# ---- axis_decimate_flat ----
--- src/rtl/axis_decimate_pkg.sv ---
// -----------------------------------------------------------------------------
// axis_decimate_pkg
// Shared types, width helpers and the sign-extension function for the
// axis_decimate sample-rate reducer.
//   out_width(w, r)   : output width holding the full r-sample sum of w-bit data
//   phase_width(r)    : phase counter width (1 bit when r = 1)
//   sext(x, w)        : sign-extend the low w bits of x to MAX_W bits
//   phase_t           : phase counter type for the default ratio
// Optional feature macro (used by axis_decimate): AXIS_DECIMATE_AVG_EN
// -----------------------------------------------------------------------------
package axis_decimate_pkg;

    // Widest intermediate used by sext(); callers size-cast the result down.
    localparam int MAX_W = 64;

    localparam int DEF_WIDTH = 16;
    localparam int DEF_R     = 100;

    function automatic int out_width(input int width, input int r);
        return width + $clog2(r);
    endfunction

    function automatic int phase_width(input int r);
        return (r > 1) ? $clog2(r) : 1;
    endfunction

    localparam int DEF_OUT_WIDTH = out_width(DEF_WIDTH, DEF_R);

    // Phase counter type for the default ratio; parameterised instances
    // derive their own counter width from phase_width().
    typedef logic [phase_width(DEF_R)-1:0] phase_t;

    // Shift the sign bit to the top, then arithmetic-shift back down.
    function automatic logic [MAX_W-1:0] sext(input logic [MAX_W-1:0] x,
                                              input int width);
        logic signed [MAX_W-1:0] t;
        t = $signed(x << (MAX_W - width));
        return t >>> (MAX_W - width);
    endfunction

endpackage

--- src/rtl/axis_decimate_if.sv ---
// -----------------------------------------------------------------------------
// axis_decimate_if
// Minimal AXI-Stream bundle (tdata/tvalid/tready) of width DW.
//   master : drives tdata, tvalid; samples tready
//   slave  : samples tdata, tvalid; drives tready
// -----------------------------------------------------------------------------
interface axis_decimate_if #(
    parameter int DW = 16
);
    logic [DW-1:0] tdata;
    logic          tvalid;
    logic          tready;

    modport master (output tdata, output tvalid, input tready);
    modport slave  (input tdata, input tvalid, output tready);
endinterface

--- src/rtl/axis_out_reg.sv ---
// -----------------------------------------------------------------------------
// axis_out_reg
// One-entry AXI-Stream output holding register.
//   aclk, arst : clock, asynchronous active-high reset
//   load       : capture load_data and raise valid (wins over a drain)
//   load_data  : data to capture
//   ready      : downstream tready
//   valid      : downstream tvalid
//   data       : downstream tdata, stable while valid && !ready
//   full       : entry occupied (same as valid; used by upstream ready logic)
// The producer only asserts load when the entry is empty or draining this
// cycle, so a load never overwrites an unconsumed result.
// -----------------------------------------------------------------------------
module axis_out_reg #(
    parameter int W = 16
) (
    input  logic         aclk,
    input  logic         arst,
    input  logic         load,
    input  logic [W-1:0] load_data,
    input  logic         ready,
    output logic         valid,
    output logic [W-1:0] data,
    output logic         full
);
    logic         valid_reg, valid_next;
    logic [W-1:0] data_reg, data_next;

    always_comb begin
        valid_next = valid_reg;
        data_next  = data_reg;
        if (load) begin
            valid_next = 1'b1;
            data_next  = load_data;
        end else if (valid_reg && ready) begin
            valid_next = 1'b0;
        end
    end

    always_ff @(posedge aclk or posedge arst) begin
        if (arst) begin
            valid_reg <= 1'b0;
            data_reg  <= '0;
        end else begin
            valid_reg <= valid_next;
            data_reg  <= data_next;
        end
    end

    assign valid = valid_reg;
    assign data  = data_reg;
    assign full  = valid_reg;
endmodule

--- src/rtl/axis_decimate.sv ---
// -----------------------------------------------------------------------------
// axis_decimate
// Decimating AXI-Stream stage: emits one sample per R accepted inputs.
//   aclk        : clock (rising edge)
//   arst        : asynchronous active-high reset
//   s_axis_data : WIDTH-bit signed input stream (slave)
//   m_axis_data : OUT_WIDTH-bit output stream (master), fully back-pressured
// Build option: define AXIS_DECIMATE_AVG_EN to output the boxcar sum of each
// group of R inputs; otherwise the output is the sign-extended last sample of
// each group.
// -----------------------------------------------------------------------------
module axis_decimate
    import axis_decimate_pkg::*;
#(
    parameter int WIDTH     = 16,
    parameter int R         = 100,
    parameter int OUT_WIDTH = out_width(WIDTH, R)
) (
    input  logic                  aclk,
    input  logic                  arst,
    axis_decimate_if.slave        s_axis_data,
    axis_decimate_if.master       m_axis_data
);
    localparam int PW = phase_width(R);
    typedef logic [PW-1:0] phase_cnt_t;
    localparam phase_cnt_t PHASE_LAST = phase_cnt_t'(R - 1);

    phase_cnt_t           phase_reg, phase_next;
    logic                 in_fire;
    logic                 group_done;
    logic                 out_full;
    logic                 out_valid;
    logic [OUT_WIDTH-1:0] out_data;
    logic [OUT_WIDTH-1:0] sample_ext;
    logic [OUT_WIDTH-1:0] load_data;

    assign sample_ext = OUT_WIDTH'(sext(MAX_W'(s_axis_data.tdata), WIDTH));

    // Only the group-closing sample needs the output slot, so stall just there.
    assign s_axis_data.tready = !((phase_reg == PHASE_LAST) && out_full && !m_axis_data.tready);
    assign in_fire    = s_axis_data.tvalid && s_axis_data.tready;
    assign group_done = in_fire && (phase_reg == PHASE_LAST);

    always_comb begin
        phase_next = phase_reg;
        if (in_fire) begin
            phase_next = (phase_reg == PHASE_LAST) ? '0 : phase_reg + phase_cnt_t'(1);
        end
    end

    always_ff @(posedge aclk or posedge arst) begin
        if (arst) begin
            phase_reg <= '0;
        end else begin
            phase_reg <= phase_next;
        end
    end

`ifdef AXIS_DECIMATE_AVG_EN
    logic [OUT_WIDTH-1:0] acc_reg, acc_next;
    logic [OUT_WIDTH-1:0] group_sum;

    // Phase 0 restarts the sum, so no explicit clear is needed between groups.
    assign group_sum = (phase_reg == '0) ? sample_ext : acc_reg + sample_ext;

    always_comb begin
        acc_next = acc_reg;
        if (in_fire) begin
            acc_next = group_sum;
        end
    end

    always_ff @(posedge aclk or posedge arst) begin
        if (arst) begin
            acc_reg <= '0;
        end else begin
            acc_reg <= acc_next;
        end
    end

    assign load_data = group_sum;
`else
    assign load_data = sample_ext;
`endif

    axis_out_reg #(
        .W (OUT_WIDTH)
    ) u_out_reg (
        .aclk      (aclk),
        .arst      (arst),
        .load      (group_done),
        .load_data (load_data),
        .ready     (m_axis_data.tready),
        .valid     (out_valid),
        .data      (out_data),
        .full      (out_full)
    );

    assign m_axis_data.tvalid = out_valid;
    assign m_axis_data.tdata  = out_data;
endmodule

--- src/flat_wrapper.sv ---
// flat-port wrapper written by rule: the top's interface ports become plain ports
module axis_decimate_flat import axis_decimate_pkg::*;
#(
    parameter int WIDTH     = 16,
    parameter int R         = 100,
    parameter int OUT_WIDTH = out_width(WIDTH, R)
)
  (aclk, arst, s_axis_data_tdata, s_axis_data_tvalid, s_axis_data_tready, m_axis_data_tdata, m_axis_data_tvalid, m_axis_data_tready);
  axis_decimate_if #(.DW(8)) s_axis_data_i ();
  axis_decimate_if #(.DW(10)) m_axis_data_i ();
  input  logic aclk;
  input  logic arst;
  input wire logic [$bits(s_axis_data_i.tdata)-1:0] s_axis_data_tdata;
  input wire logic [$bits(s_axis_data_i.tvalid)-1:0] s_axis_data_tvalid;
  output wire logic [$bits(s_axis_data_i.tready)-1:0] s_axis_data_tready;
  output wire logic [$bits(m_axis_data_i.tdata)-1:0] m_axis_data_tdata;
  output wire logic [$bits(m_axis_data_i.tvalid)-1:0] m_axis_data_tvalid;
  input wire logic [$bits(m_axis_data_i.tready)-1:0] m_axis_data_tready;
  assign s_axis_data_i.tdata = s_axis_data_tdata;
  assign s_axis_data_i.tvalid = s_axis_data_tvalid;
  assign s_axis_data_tready = s_axis_data_i.tready;
  assign m_axis_data_tdata = m_axis_data_i.tdata;
  assign m_axis_data_tvalid = m_axis_data_i.tvalid;
  assign m_axis_data_i.tready = m_axis_data_tready;
  axis_decimate #(.WIDTH(WIDTH), .R(R), .OUT_WIDTH(OUT_WIDTH)) u_core (.aclk(aclk), .arst(arst), .s_axis_data(s_axis_data_i), .m_axis_data(m_axis_data_i));
endmodule
--- config.mk ---
export PLATFORM = sky130hd
export DESIGN_NAME = axis_decimate_flat
export DESIGN_NICKNAME = d
export VERILOG_FILES = /design/src/rtl/axis_decimate_pkg.sv /design/src/rtl/axis_decimate_if.sv /design/src/rtl/axis_out_reg.sv /design/src/rtl/axis_decimate.sv /design/src/flat_wrapper.sv
export SDC_FILE = /design/constraint.sdc
export NUM_CORES = 1
export LEC_CHECK = 0
export CORE_MARGIN = 1
export CORE_UTILIZATION = 44
export CTS_CLUSTER_DIAMETER = 60
export DETAILED_ROUTE_END_ITERATION = 8
export PLACE_DENSITY_LB_ADDON = 0.2
export SKIP_LAST_GASP = 1
export SYNTH_ARGS = -nofsm -noshare
export SYNTH_HDL_FRONTEND = slang
export SYNTH_SLANG_ARGS = --single-unit
--- constraint.sdc ---
create_clock -name aclk -period 1.9 [get_ports aclk]
set_input_delay 0.475 -clock aclk [delete_from_list [all_inputs] [get_ports aclk]]
set_output_delay 0.475 -clock aclk [all_outputs]
set_load 0.02 [all_outputs]
axis_decimate_flat, wiring heat map:
Scale bar: 10 µm. The die is cut into 9 by 9 equal tiles; black is low, pale yellow is high, scaled to the fullest tile. Values are wire area over tile area, all layers added.
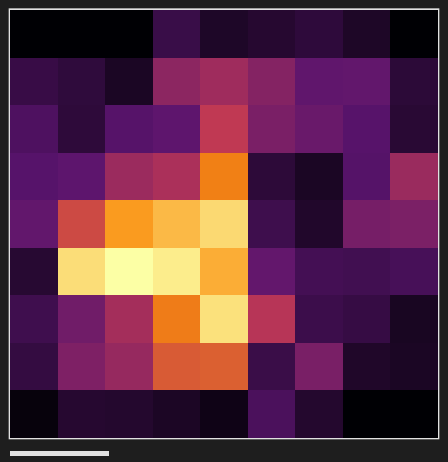
mean over tiles: 0.15
nearly empty tiles: 8.6%
densest ninth of the die: middle
GRT Overall Usage: 0.213
DR WL/cell: 14.6 µm
Vias: 632
DRT Wirelength: 1680 µm

[cell type report]
| class | instances | area (µm²) |
|---|---|---|
| Clock buffer | 4 | 36.3 |
| Fill cell | 106 | 433 |
| Inverter | 5 | 18.8 |
| Multi-Input combinational cell | 39 | 333 |
| Sequential cell | 16 | 402 |
| Tap cell | 16 | 20.0 |
| Timing Repair Buffer | 35 | 317 |
[worst register-to-register path, cell delays in order (launching register included)]
cell and delay [ns]:
dfrtp_1 0.39, buf_4 0.13, buf_4 0.14, nor4b_2 0.36, nand4_2 0.31, mux2_2 0.36
[kinds of logic after synthesis]
logic type,count (synthesis)
DFF,16
xor gates and xnor gates,2
buffers and inverters,8
muxes,10
and+or+nand+nor,15
AOI/OAI and AO/OA,9
other,1
adders and majority gates,1
[cells in the mapped netlist (2+ instances only)]
library cell and count:
dfrtp_1 16, buf_4 2, o32ai_1 2, xnor2_1 2, nand4_1 2, inv_1 5, mux2_2 9, and3_1 2
nand2_1 3
[repair_timing]
item | 4_1_cts | 5_1_grt
setup endpoints to repair | 1 | 1
resized | 9 | 2
cloned | 0 | 0
pin swaps | 2 | 2
setup buffers | 3 | 1
==> CHANGELOG.md <==
## Implementation

- Failing checks: design-rule violations, negative setup slack
- Worst setup path end: s_axis_data_tready
- Cells after Synth: 62
- Root Driver: clkbuf_4
- GP Congestion: around 0.86
- Leak pwr: 0.540 nW
- OpenROAD warning count: 28
- Fin Clk Skew: 0.00410 ns
- First-pass GRT wire length: 2730 µm
- Slowest stage delay, CP: 0.56 ns
- # DRC: 6
- Inserted Clock Buffers: 3
- Yosys warns: 0
- Port bufs: 21
- Layout cell share with drive strength beyond 1: 0.343
- Full die area: 0.00188 mm²
- Int Power: 1.06 mW
- Final worst slack: -0.120 ns
- Finish-stage setup viols: 1
- Heaviest power group: combinational cells
- Status: finished with violations
- Met1 usage: 0.243

# ---- lcd_num_display ----
==> src/rtl/lcd_num_display.sv <==
// ---------------------------------------------------------------------------
// lcd_num_display
//
// Shows an unsigned binary value as a field of decimal digits on an RGB LCD.
// A binary-to-BCD converter (double dabble, one bit per pixel clock) runs once
// per frame_start. Its result is copied to the displayed digit register in a
// single COMMIT cycle, so a frame never shows a half-converted number.
// A two-stage pixel pipeline turns the current pixel coordinate into a colour.
// The colour comes from a 16x32 seven-segment style glyph ROM, with optional
// leading-zero blanking and frame-counted blinking.
//
// Ports
//   lcd_pclk     in   pixel clock, all state changes on its rising edge
//   sys_rst      in   asynchronous active-high reset
//   value        in   unsigned number to display (DATA_W bits)
//   frame_start  in   one-cycle pulse at the start of each frame
//   blink_en     in   1 = blink the digit field
//   pixel_xpos   in   current pixel column (11 bits)
//   pixel_ypos   in   current pixel row (11 bits)
//   pixel_data   out  RGB888 colour, two cycles after the coordinate
//   busy         out  conversion in progress (CONV or COMMIT)
//   ovf          out  last committed value exceeded 10^NUM_DIGITS-1
// ---------------------------------------------------------------------------
module lcd_num_display #(
   parameter int          NUM_DIGITS   = 8,
   parameter int          DATA_W       = 27,
   parameter logic [10:0] POS_X        = 11'd1,
   parameter logic [10:0] POS_Y        = 11'd1,
   parameter int          SCALE        = 1,
   parameter int          LZB          = 1,
   parameter int          BLINK_FRAMES = 30,
   parameter logic [23:0] FG_COLOR     = 24'h000000,
   parameter logic [23:0] BG_COLOR     = 24'hFFFFFF
) (
   input  logic              lcd_pclk,
   input  logic              sys_rst,
   input  logic [DATA_W-1:0] value,
   input  logic              frame_start,
   input  logic              blink_en,
   input  logic [10:0]       pixel_xpos,
   input  logic [10:0]       pixel_ypos,
   output logic [23:0]       pixel_data,
   output logic              busy,
   output logic              ovf
);

   localparam int          BCD_W   = NUM_DIGITS * 4;
   localparam int          CNT_W   = $clog2(DATA_W + 1);
   localparam int          BLK_W   = $clog2(BLINK_FRAMES + 1);
   localparam int          SH      = (SCALE == 2) ? 1 : 0;
   localparam logic [11:0] FIELD_W = 12'(NUM_DIGITS * 16 * SCALE);
   localparam logic [11:0] FIELD_H = 12'(32 * SCALE);

   function automatic logic [63:0] max_value(input int n);
      logic [63:0] p;
      p = 64'd1;
      for (int i = 0; i < n; i++) p = p * 64'd10;
      return p - 64'd1;
   endfunction

   localparam logic [63:0] MAX_VAL = max_value(NUM_DIGITS);

   // Double-dabble correction: any BCD nibble >= 5 gets +3 before the shift.
   function automatic logic [BCD_W-1:0] dd_adjust(input logic [BCD_W-1:0] b);
      logic [BCD_W-1:0] r;
      r = b;
      for (int i = 0; i < NUM_DIGITS; i++)
         if (r[i*4 +: 4] >= 4'd5) r[i*4 +: 4] = r[i*4 +: 4] + 4'd3;
      return r;
   endfunction

   // Glyph ROM: 16-bit row r of glyph g, bit 15 is the leftmost pixel.
   // Glyphs are built from seven rectangular segments; index 10 (and any
   // other code) is the blank glyph.
   function automatic logic [15:0] glyph_row(input logic [3:0] g, input logic [4:0] r);
      logic [6:0]  seg;   // {a,b,c,d,e,f,g}
      logic [15:0] row;
      case (g)
         4'd0:    seg = 7'b1111110;
         4'd1:    seg = 7'b0110000;
         4'd2:    seg = 7'b1101101;
         4'd3:    seg = 7'b1111001;
         4'd4:    seg = 7'b0110011;
         4'd5:    seg = 7'b1011011;
         4'd6:    seg = 7'b1011111;
         4'd7:    seg = 7'b1110000;
         4'd8:    seg = 7'b1111111;
         4'd9:    seg = 7'b1111011;
         default: seg = 7'b0000000;
      endcase
      row = 16'h0000;
      if (seg[6] && r >= 5'd2  && r <= 5'd4)  row = row | 16'h1FF8; // a: cols 3..12
      if (seg[5] && r >= 5'd3  && r <= 5'd15) row = row | 16'h001C; // b: cols 11..13
      if (seg[4] && r >= 5'd16 && r <= 5'd28) row = row | 16'h001C; // c: cols 11..13
      if (seg[3] && r >= 5'd27 && r <= 5'd29) row = row | 16'h1FF8; // d: cols 3..12
      if (seg[2] && r >= 5'd16 && r <= 5'd28) row = row | 16'h3800; // e: cols 2..4
      if (seg[1] && r >= 5'd3  && r <= 5'd15) row = row | 16'h3800; // f: cols 2..4
      if (seg[0] && r >= 5'd14 && r <= 5'd16) row = row | 16'h1FF8; // g: cols 3..12
      return row;
   endfunction

   typedef enum logic [1:0] {IDLE, CONV, COMMIT} state_t;

   state_t            state_q, state_d;
   logic [CNT_W-1:0]  cnt_q, cnt_d;
   logic [DATA_W-1:0] shift_q, shift_d;
   logic [BCD_W-1:0]  bcd_q, bcd_d, bcd_adj;
   logic              ovf_pend_q, ovf_pend_d;
   logic [BCD_W-1:0]  digits_q, digits_d;
   logic              ovf_q, ovf_d;
   logic [BLK_W-1:0]  blink_cnt_q, blink_cnt_d;
   logic              blink_ph_q, blink_ph_d;

   // ---------------- conversion FSM and blink counter ----------------------
   always_comb begin
      state_d     = state_q;
      cnt_d       = cnt_q;
      shift_d     = shift_q;
      bcd_d       = bcd_q;
      ovf_pend_d  = ovf_pend_q;
      digits_d    = digits_q;
      ovf_d       = ovf_q;
      blink_cnt_d = blink_cnt_q;
      blink_ph_d  = blink_ph_q;
      bcd_adj     = dd_adjust(bcd_q);

      case (state_q)
         IDLE: begin
            if (frame_start) begin
               state_d    = CONV;
               shift_d    = value;
               bcd_d      = '0;
               cnt_d      = '0;
               ovf_pend_d = (64'(value) > MAX_VAL);
            end
         end
         CONV: begin
            // Bits shifted out of the top BCD nibble only occur for
            // overflowing values, whose BCD result is discarded anyway.
            bcd_d   = BCD_W'({bcd_adj, shift_q[DATA_W-1]});
            shift_d = shift_q << 1;
            cnt_d   = cnt_q + CNT_W'(1);
            if (cnt_q == CNT_W'(DATA_W - 1)) state_d = COMMIT;
         end
         COMMIT: begin
            digits_d = ovf_pend_q ? {NUM_DIGITS{4'h9}} : bcd_q;
            ovf_d    = ovf_pend_q;
            state_d  = IDLE;
         end
         default: state_d = IDLE;
      endcase

      if (frame_start) begin
         if (blink_cnt_q == BLK_W'(BLINK_FRAMES - 1)) begin
            blink_cnt_d = '0;
            blink_ph_d  = ~blink_ph_q;
         end else begin
            blink_cnt_d = blink_cnt_q + BLK_W'(1);
         end
      end
   end

   always_ff @(posedge lcd_pclk or posedge sys_rst) begin
      if (sys_rst) begin
         state_q     <= IDLE;
         cnt_q       <= '0;
         shift_q     <= '0;
         bcd_q       <= '0;
         ovf_pend_q  <= 1'b0;
         digits_q    <= '0;
         ovf_q       <= 1'b0;
         blink_cnt_q <= '0;
         blink_ph_q  <= 1'b1;
      end else begin
         state_q     <= state_d;
         cnt_q       <= cnt_d;
         shift_q     <= shift_d;
         bcd_q       <= bcd_d;
         ovf_pend_q  <= ovf_pend_d;
         digits_q    <= digits_d;
         ovf_q       <= ovf_d;
         blink_cnt_q <= blink_cnt_d;
         blink_ph_q  <= blink_ph_d;
      end
   end

   // ---------------- pixel stage p0: coordinate decode ---------------------
   logic [11:0] rx, ry;
   logic [7:0]  u;
   logic [4:0]  v;
   logic        in_field_d;

   always_comb begin
      // A coordinate left of / above the field wraps to a large value and so
      // fails the range test without a separate lower-bound compare.
      rx         = {1'b0, pixel_xpos} - {1'b0, POS_X};
      ry         = {1'b0, pixel_ypos} - {1'b0, POS_Y};
      in_field_d = (rx < FIELD_W) && (ry < FIELD_H);
      u          = 8'(rx >> SH);
      v          = 5'(ry >> SH);
   end

   logic       in_field_p0_q;
   logic       blink_en_p0_q;
   logic [3:0] dig_p0_q;
   logic [3:0] col_p0_q;
   logic [4:0] row_p0_q;

   always_ff @(posedge lcd_pclk or posedge sys_rst) begin
      if (sys_rst) begin
         in_field_p0_q <= 1'b0;
         blink_en_p0_q <= 1'b0;
         dig_p0_q      <= '0;
         col_p0_q      <= '0;
         row_p0_q      <= '0;
      end else begin
         in_field_p0_q <= in_field_d;
         blink_en_p0_q <= blink_en;
         dig_p0_q      <= u[7:4];
         col_p0_q      <= u[3:0];
         row_p0_q      <= v;
      end
   end

   // ---------------- pixel stage p1: glyph lookup and colour ---------------
   logic [3:0]  disp [NUM_DIGITS];   // glyph index per position, 0 = MSD
   logic [3:0]  glyph;
   logic [15:0] grow;
   logic        show;
   logic [23:0] pix_d;
   logic [23:0] pix_p1_q;

   always_comb begin
      logic lead;
      lead = 1'b1;
      for (int i = 0; i < NUM_DIGITS; i++) begin
         disp[i] = digits_q[(NUM_DIGITS-1-i)*4 +: 4];
         lead    = lead && (disp[i] == 4'd0);
         if (LZB != 0 && lead && i != NUM_DIGITS-1) disp[i] = 4'd10;
      end
      glyph = 4'd10;
      for (int i = 0; i < NUM_DIGITS; i++)
         if (dig_p0_q == 4'(i)) glyph = disp[i];
      grow  = glyph_row(glyph, row_p0_q);
      show  = in_field_p0_q && !(blink_en_p0_q && !blink_ph_q) && grow[4'd15 - col_p0_q];
      pix_d = show ? FG_COLOR : BG_COLOR;
   end

   always_ff @(posedge lcd_pclk or posedge sys_rst) begin
      if (sys_rst) pix_p1_q <= BG_COLOR;
      else         pix_p1_q <= pix_d;
   end

   assign pixel_data = pix_p1_q;
   assign busy       = (state_q != IDLE);
   assign ovf        = ovf_q;

endmodule

==> config.mk <==
export PLATFORM = sky130hd
export DESIGN_NAME = lcd_num_display
export DESIGN_NICKNAME = d
export VERILOG_FILES = /design/src/rtl/lcd_num_display.sv
export SDC_FILE = /design/constraint.sdc
export NUM_CORES = 1
export LEC_CHECK = 0
export CAP_MARGIN = 20
export CORE_MARGIN = 2
export CORE_UTILIZATION = 49
export DETAILED_ROUTE_END_ITERATION = 12
export GPL_TIMING_DRIVEN = 0
export PLACE_DENSITY = 0.71
export SLEW_MARGIN = 10
export SYNTH_ARGS = -nofsm -noshare
export SYNTH_HDL_FRONTEND = slang
export SYNTH_SLANG_ARGS = --single-unit
==> constraint.sdc <==
create_clock -name lcd_pclk -period 8.8 [get_ports lcd_pclk]
set_input_delay 1.76 -clock lcd_pclk [delete_from_list [all_inputs] [get_ports lcd_pclk]]
set_output_delay 1.76 -clock lcd_pclk [all_outputs]
set_load 0.005 [all_outputs]
lcd_num_display, met1 routing:
Scale bar: 20 µm.
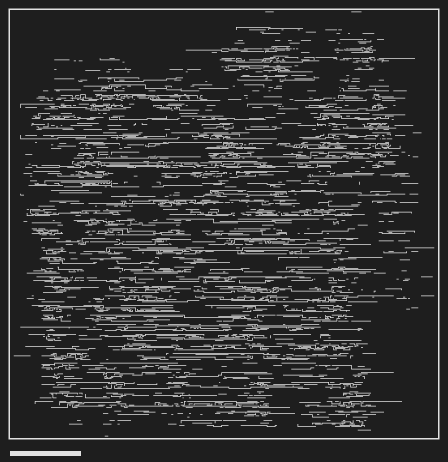
nets with wire on the layer: 831
longest straight run: 27.6 µm
share of all routed wire: 44%
met1 usage: 0.324
DRT Wirelength: 16,600 µm
Vias: 5,914

==> CHANGELOG.md <==
## Implementation

- Placed cell area: about 0.0078 mm²
- Status: finished, final reports clean
- Synth Cell Area: 0.00675 mm²
- Logic area: 0.00323 mm²
- CP required: 7.04 ns
- Vias in the first global route: 5,880
- Post-CTS sizing: 0
- Critical path type: flip-flop to output port
- Ys async rst share: 1.00
- Max layer used: met4
- Worst slew pin tran: ~0.66 ns
- Post-Layout Cell Count: 1,036
- CTS clk-pin slew, worst paths: 0.06 ns
- Buffer count from post-CTS setup fixing: 0
- Syn_nets: 830
- DIE HEIGHT: approximately 120 µm
==> per-layer routing <==
metal	track usage	up-vias
met5	0	-
li1	-	2832
met2	0.398	177
met3	0.0602	28
met4	0.0776	0
met1	0.324	2877
==> cells by family after synthesis <==
logic type / after synthesis / share of synthesized area
simple gates: 275 / 0.197
flops: 122 / 0.452
buf+inv: 98 / 0.0687
fa+ha+maj: 28 / 0.0519
compound gates: 194 / 0.180
mux: 11 / 0.0222
xor+xnor: 21 / 0.0272
==> critical path, delay by kind of cell (launching register included) <==
family | cells | cell delay (ns)
buffers and inverters | 2 | 0.66
flip-flops | 1 | 0.75
==> flip-flops by register name, indices dropped and copies added, names as in the netlist, 2 cells and up <==
| signal | cells |
|---|---|
| bcd_q | 32 |
| digits_q | 32 |
| shift_q | 27 |
| blink_cnt_q | 5 |
| cnt_q | 5 |
| row_p0_q | 5 |
| col_p0_q | 4 |
| dig_p0_q | 4 |
| state_q | 2 |
==> where the power goes <==
group	total, mW	switching, mW	internal (mW)
Combinational	0.752	0.430	0.322
Sequential	0.891	0.158	0.733
Clock	0.753	0.272	0.482
Total	2.40	0.860	1.54

# ---- alu_issue_stage ----
alu_issue_stage, routing congestion:
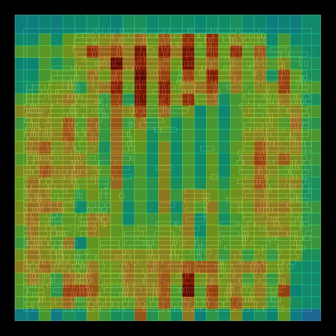
[src/rtl/alu_issue_stage.sv]
// ALU issue stage: operand FIFO feeding an external ALU, with a one-entry result register.
// Optional macro ALU_STICKY_OVF_EN enables the sticky overflow flag.
module alu_issue_stage #(
    parameter int DEPTH = 4
) (
    input  logic        clk,
    input  logic        rst_n,
    input  logic        in_valid,
    output logic        in_ready,
    input  logic [2:0]  in_op,
    input  logic [31:0] in_a,
    input  logic [31:0] in_b,
    output logic [2:0]  ALU_operation,
    output logic [31:0] A,
    output logic [31:0] B,
    input  logic [31:0] res,
    input  logic        zero,
    input  logic        overflow,
    output logic        out_valid,
    input  logic        out_ready,
    output logic [31:0] out_res,
    output logic        out_zero,
    output logic        out_overflow,
    output logic [4:0]  fifo_count,
    input  logic        ovf_clr,
    output logic        sticky_ovf
);

    localparam int AW = (DEPTH > 1) ? $clog2(DEPTH) : 1;

    typedef enum logic [0:0] {
        ST_EMPTY = 1'b0,
        ST_FULL  = 1'b1
    } state_t;

    logic [2:0]    r_op_mem [DEPTH];
    logic [31:0]   r_a_mem  [DEPTH];
    logic [31:0]   r_b_mem  [DEPTH];
    logic [AW-1:0] r_wptr;
    logic [AW-1:0] r_rptr;
    logic [4:0]    r_count;
    logic [4:0]    w_count_nxt;
    state_t        r_state;
    state_t        w_state_nxt;
    logic          w_push;
    logic          w_pop;
    logic          w_fifo_empty;

    assign w_fifo_empty = (r_count == 5'd0);
    assign in_ready     = (r_count < 5'(DEPTH));
    assign fifo_count   = r_count;
    assign out_valid    = (r_state == ST_FULL);
    assign w_push       = in_valid && in_ready;
    // A capture pops the head whenever the result register is free or being drained.
    assign w_pop        = !w_fifo_empty && ((r_state == ST_EMPTY) || out_ready);

    // Head entry presented to the ALU, forced to zero while the FIFO is empty.
    always_comb begin
        ALU_operation = 3'd0;
        A             = 32'd0;
        B             = 32'd0;
        if (!w_fifo_empty) begin
            ALU_operation = r_op_mem[r_rptr];
            A             = r_a_mem[r_rptr];
            B             = r_b_mem[r_rptr];
        end else begin
            ALU_operation = 3'd0;
            A             = 32'd0;
            B             = 32'd0;
        end
    end

    // Operand storage write port; contents are don't-care until pushed.
    always_ff @(posedge clk) begin
        if (w_push) begin
            r_op_mem[r_wptr] <= in_op;
            r_a_mem[r_wptr]  <= in_a;
            r_b_mem[r_wptr]  <= in_b;
        end
    end

    // Next FIFO occupancy from the push/pop pair.
    always_comb begin
        w_count_nxt = r_count;
        case ({w_push, w_pop})
            2'b10:   w_count_nxt = r_count + 5'd1;
            2'b01:   w_count_nxt = r_count - 5'd1;
            default: w_count_nxt = r_count;
        endcase
    end

    // FIFO pointers and occupancy.
    always_ff @(posedge clk or negedge rst_n) begin
        if (!rst_n) begin
            r_wptr  <= '0;
            r_rptr  <= '0;
            r_count <= 5'd0;
        end else begin
            if (w_push) begin
                r_wptr <= r_wptr + AW'(1);
            end
            if (w_pop) begin
                r_rptr <= r_rptr + AW'(1);
            end
            r_count <= w_count_nxt;
        end
    end

    // Result register state.
    always_ff @(posedge clk or negedge rst_n) begin
        if (!rst_n) begin
            r_state <= ST_EMPTY;
        end else begin
            r_state <= w_state_nxt;
        end
    end

    // Result register next state.
    always_comb begin
        w_state_nxt = r_state;
        case (r_state)
            ST_EMPTY: begin
                if (w_pop) w_state_nxt = ST_FULL;
                else       w_state_nxt = ST_EMPTY;
            end
            ST_FULL: begin
                if (w_pop)          w_state_nxt = ST_FULL;
                else if (out_ready) w_state_nxt = ST_EMPTY;
                else                w_state_nxt = ST_FULL;
            end
            default: w_state_nxt = ST_EMPTY;
        endcase
    end

    // Captured ALU result and flags; they hold after the register drains.
    always_ff @(posedge clk or negedge rst_n) begin
        if (!rst_n) begin
            out_res      <= 32'd0;
            out_zero     <= 1'b0;
            out_overflow <= 1'b0;
        end else if (w_pop) begin
            out_res      <= res;
            out_zero     <= zero;
            out_overflow <= overflow;
        end
    end

`ifdef ALU_STICKY_OVF_EN
    // Sticky overflow: a capturing overflow beats a simultaneous clear.
    always_ff @(posedge clk or negedge rst_n) begin
        if (!rst_n) begin
            sticky_ovf <= 1'b0;
        end else if (w_pop && overflow) begin
            sticky_ovf <= 1'b1;
        end else if (ovf_clr) begin
            sticky_ovf <= 1'b0;
        end
    end
`else
    logic w_unused_ovf_clr;
    assign w_unused_ovf_clr = ovf_clr;
    assign sticky_ovf       = 1'b0;
`endif

endmodule

[config.mk]
export PLATFORM = sky130hd
export DESIGN_NAME = alu_issue_stage
export DESIGN_NICKNAME = d
export VERILOG_FILES = /design/src/rtl/alu_issue_stage.sv
export SDC_FILE = /design/constraint.sdc
export NUM_CORES = 1
export LEC_CHECK = 0
export ABC_AREA = 1
export CAP_MARGIN = 0
export CORE_MARGIN = 5
export CORE_UTILIZATION = 45
export DETAILED_ROUTE_END_ITERATION = 10
export PLACE_DENSITY = 0.82
export RECOVER_POWER = 50
export SYNTH_ARGS = -nofsm -noshare
export SYNTH_HDL_FRONTEND = slang
export SYNTH_SLANG_ARGS = --single-unit
[constraint.sdc]
create_clock -name clk -period 4.6 [get_ports clk]
set_input_delay 1.38 -clock clk [delete_from_list [all_inputs] [get_ports clk]]
set_output_delay 1.38 -clock clk [all_outputs]
set_load 0.01 [all_outputs]
==> CHANGELOG.md <==
## Implementation

- Status: finished with violations
- Failing checks: max-capacitance violations, max-slew violations
- Commonest Layout Cell: nor2_1
- Number of detailed-route iterations in the first pass: 7
- Post-synth top flop: edfxtp_1
- Met3 Routed Length: 2240 µm
- Post-place setup slack: 0.777 ns
- Register area: 0.00915 mm²
- Inserted Clock Buffers: 31
- Reg2reg setup slack: 1.47 ns
- Cell area power density: 637 mW/mm²
- Post-CTS sizing: 0
- CTS clk-pin slew, worst paths: approximately 0.06 ns
- Worst hold slack: 0.481 ns
- Max-Cap Viols: 3
- Reg2reg start: fifo_count[2]
- Detailed Route Iter0 Violations: 561
- Hold-fix buffers, CTS: 0
- Fmax: 242 MHz
- Clock network fraction of design power: 0.245
- Dominant comb cell: simple AND/OR/NAND/NOR gates
- DIE HEIGHT: between 150 and 200 µm
- Final slew viol count: 103
- Ys flops: 312
- Worst hold start: out_res[26]
- Max layer used: met5
## Picture notes: 'routing congestion' of alu_issue_stage
Most Crowded Layer GR: met2
final core occ: 0.585
DR WL/cell: 17.3 µm

layout make-up:
| type | instances | share of cell area |
|---|---|---|
| sequential | 312 | 0.577 |
| multi-input combinational | 633 | 0.181 |
| timing repair buffer | 226 | 0.143 |
| clock buffer | 42 | 0.0567 |
| tap | 372 | 0.0293 |
| clock inverter | 15 | 0.00757 |
| inverter | 20 | 0.00521 |
| antenna | 3 | 0.000473 |
state kept, by name, summed over array words and instances, names as in the netlist:
register      count
r_op_mem         12
out_zero          1
out_res          32
r_rptr            2
r_b_mem         128
r_wptr            2
r_a_mem         128
fifo_count        5
out_valid         1
out_overflow      1
stage by stage:
stage / power [mW] / setup TNS, ns
floorplan: 5.90 / -75.17
global placement: 7.63 / 0
detailed placement: 7.73 / 0
CTS: 10.2 / 0
global route: 10.7 / 0
finish: 10.1 / 0
kinds of logic after synthesis:
family	count (synthesis)
and+or+nand+nor	414
xor gates and xnor gates	4
AOI/OAI and AO/OA	206
adders and majority gates	8
buffers and inverters	78
DFF	312
other	1
worst max-delay path: stages (launching register included):
cell	delay [ns]
dfrtp_4	0.44
buf_12	0.32
nor2_1	0.11
nor2_1	0.13
o21ai_0	0.15
a21oi_2	0.18
clkdlybuf4s50_1	0.56


## Gallery

Met2 routing.
(a)
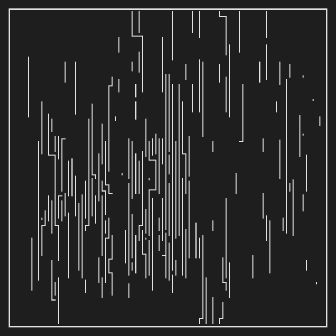
(b)
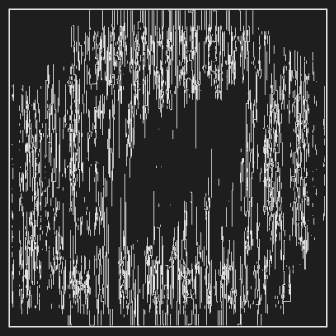
(c)
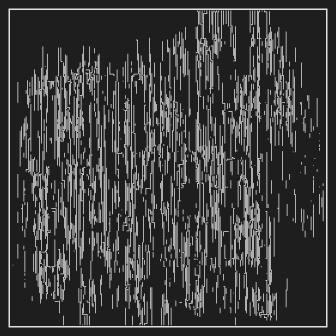
For axis_decimate_flat, see (a).
For lcd_num_display, see (c).
For alu_issue_stage, see (b).

Power and IR drop assume default switching activity.
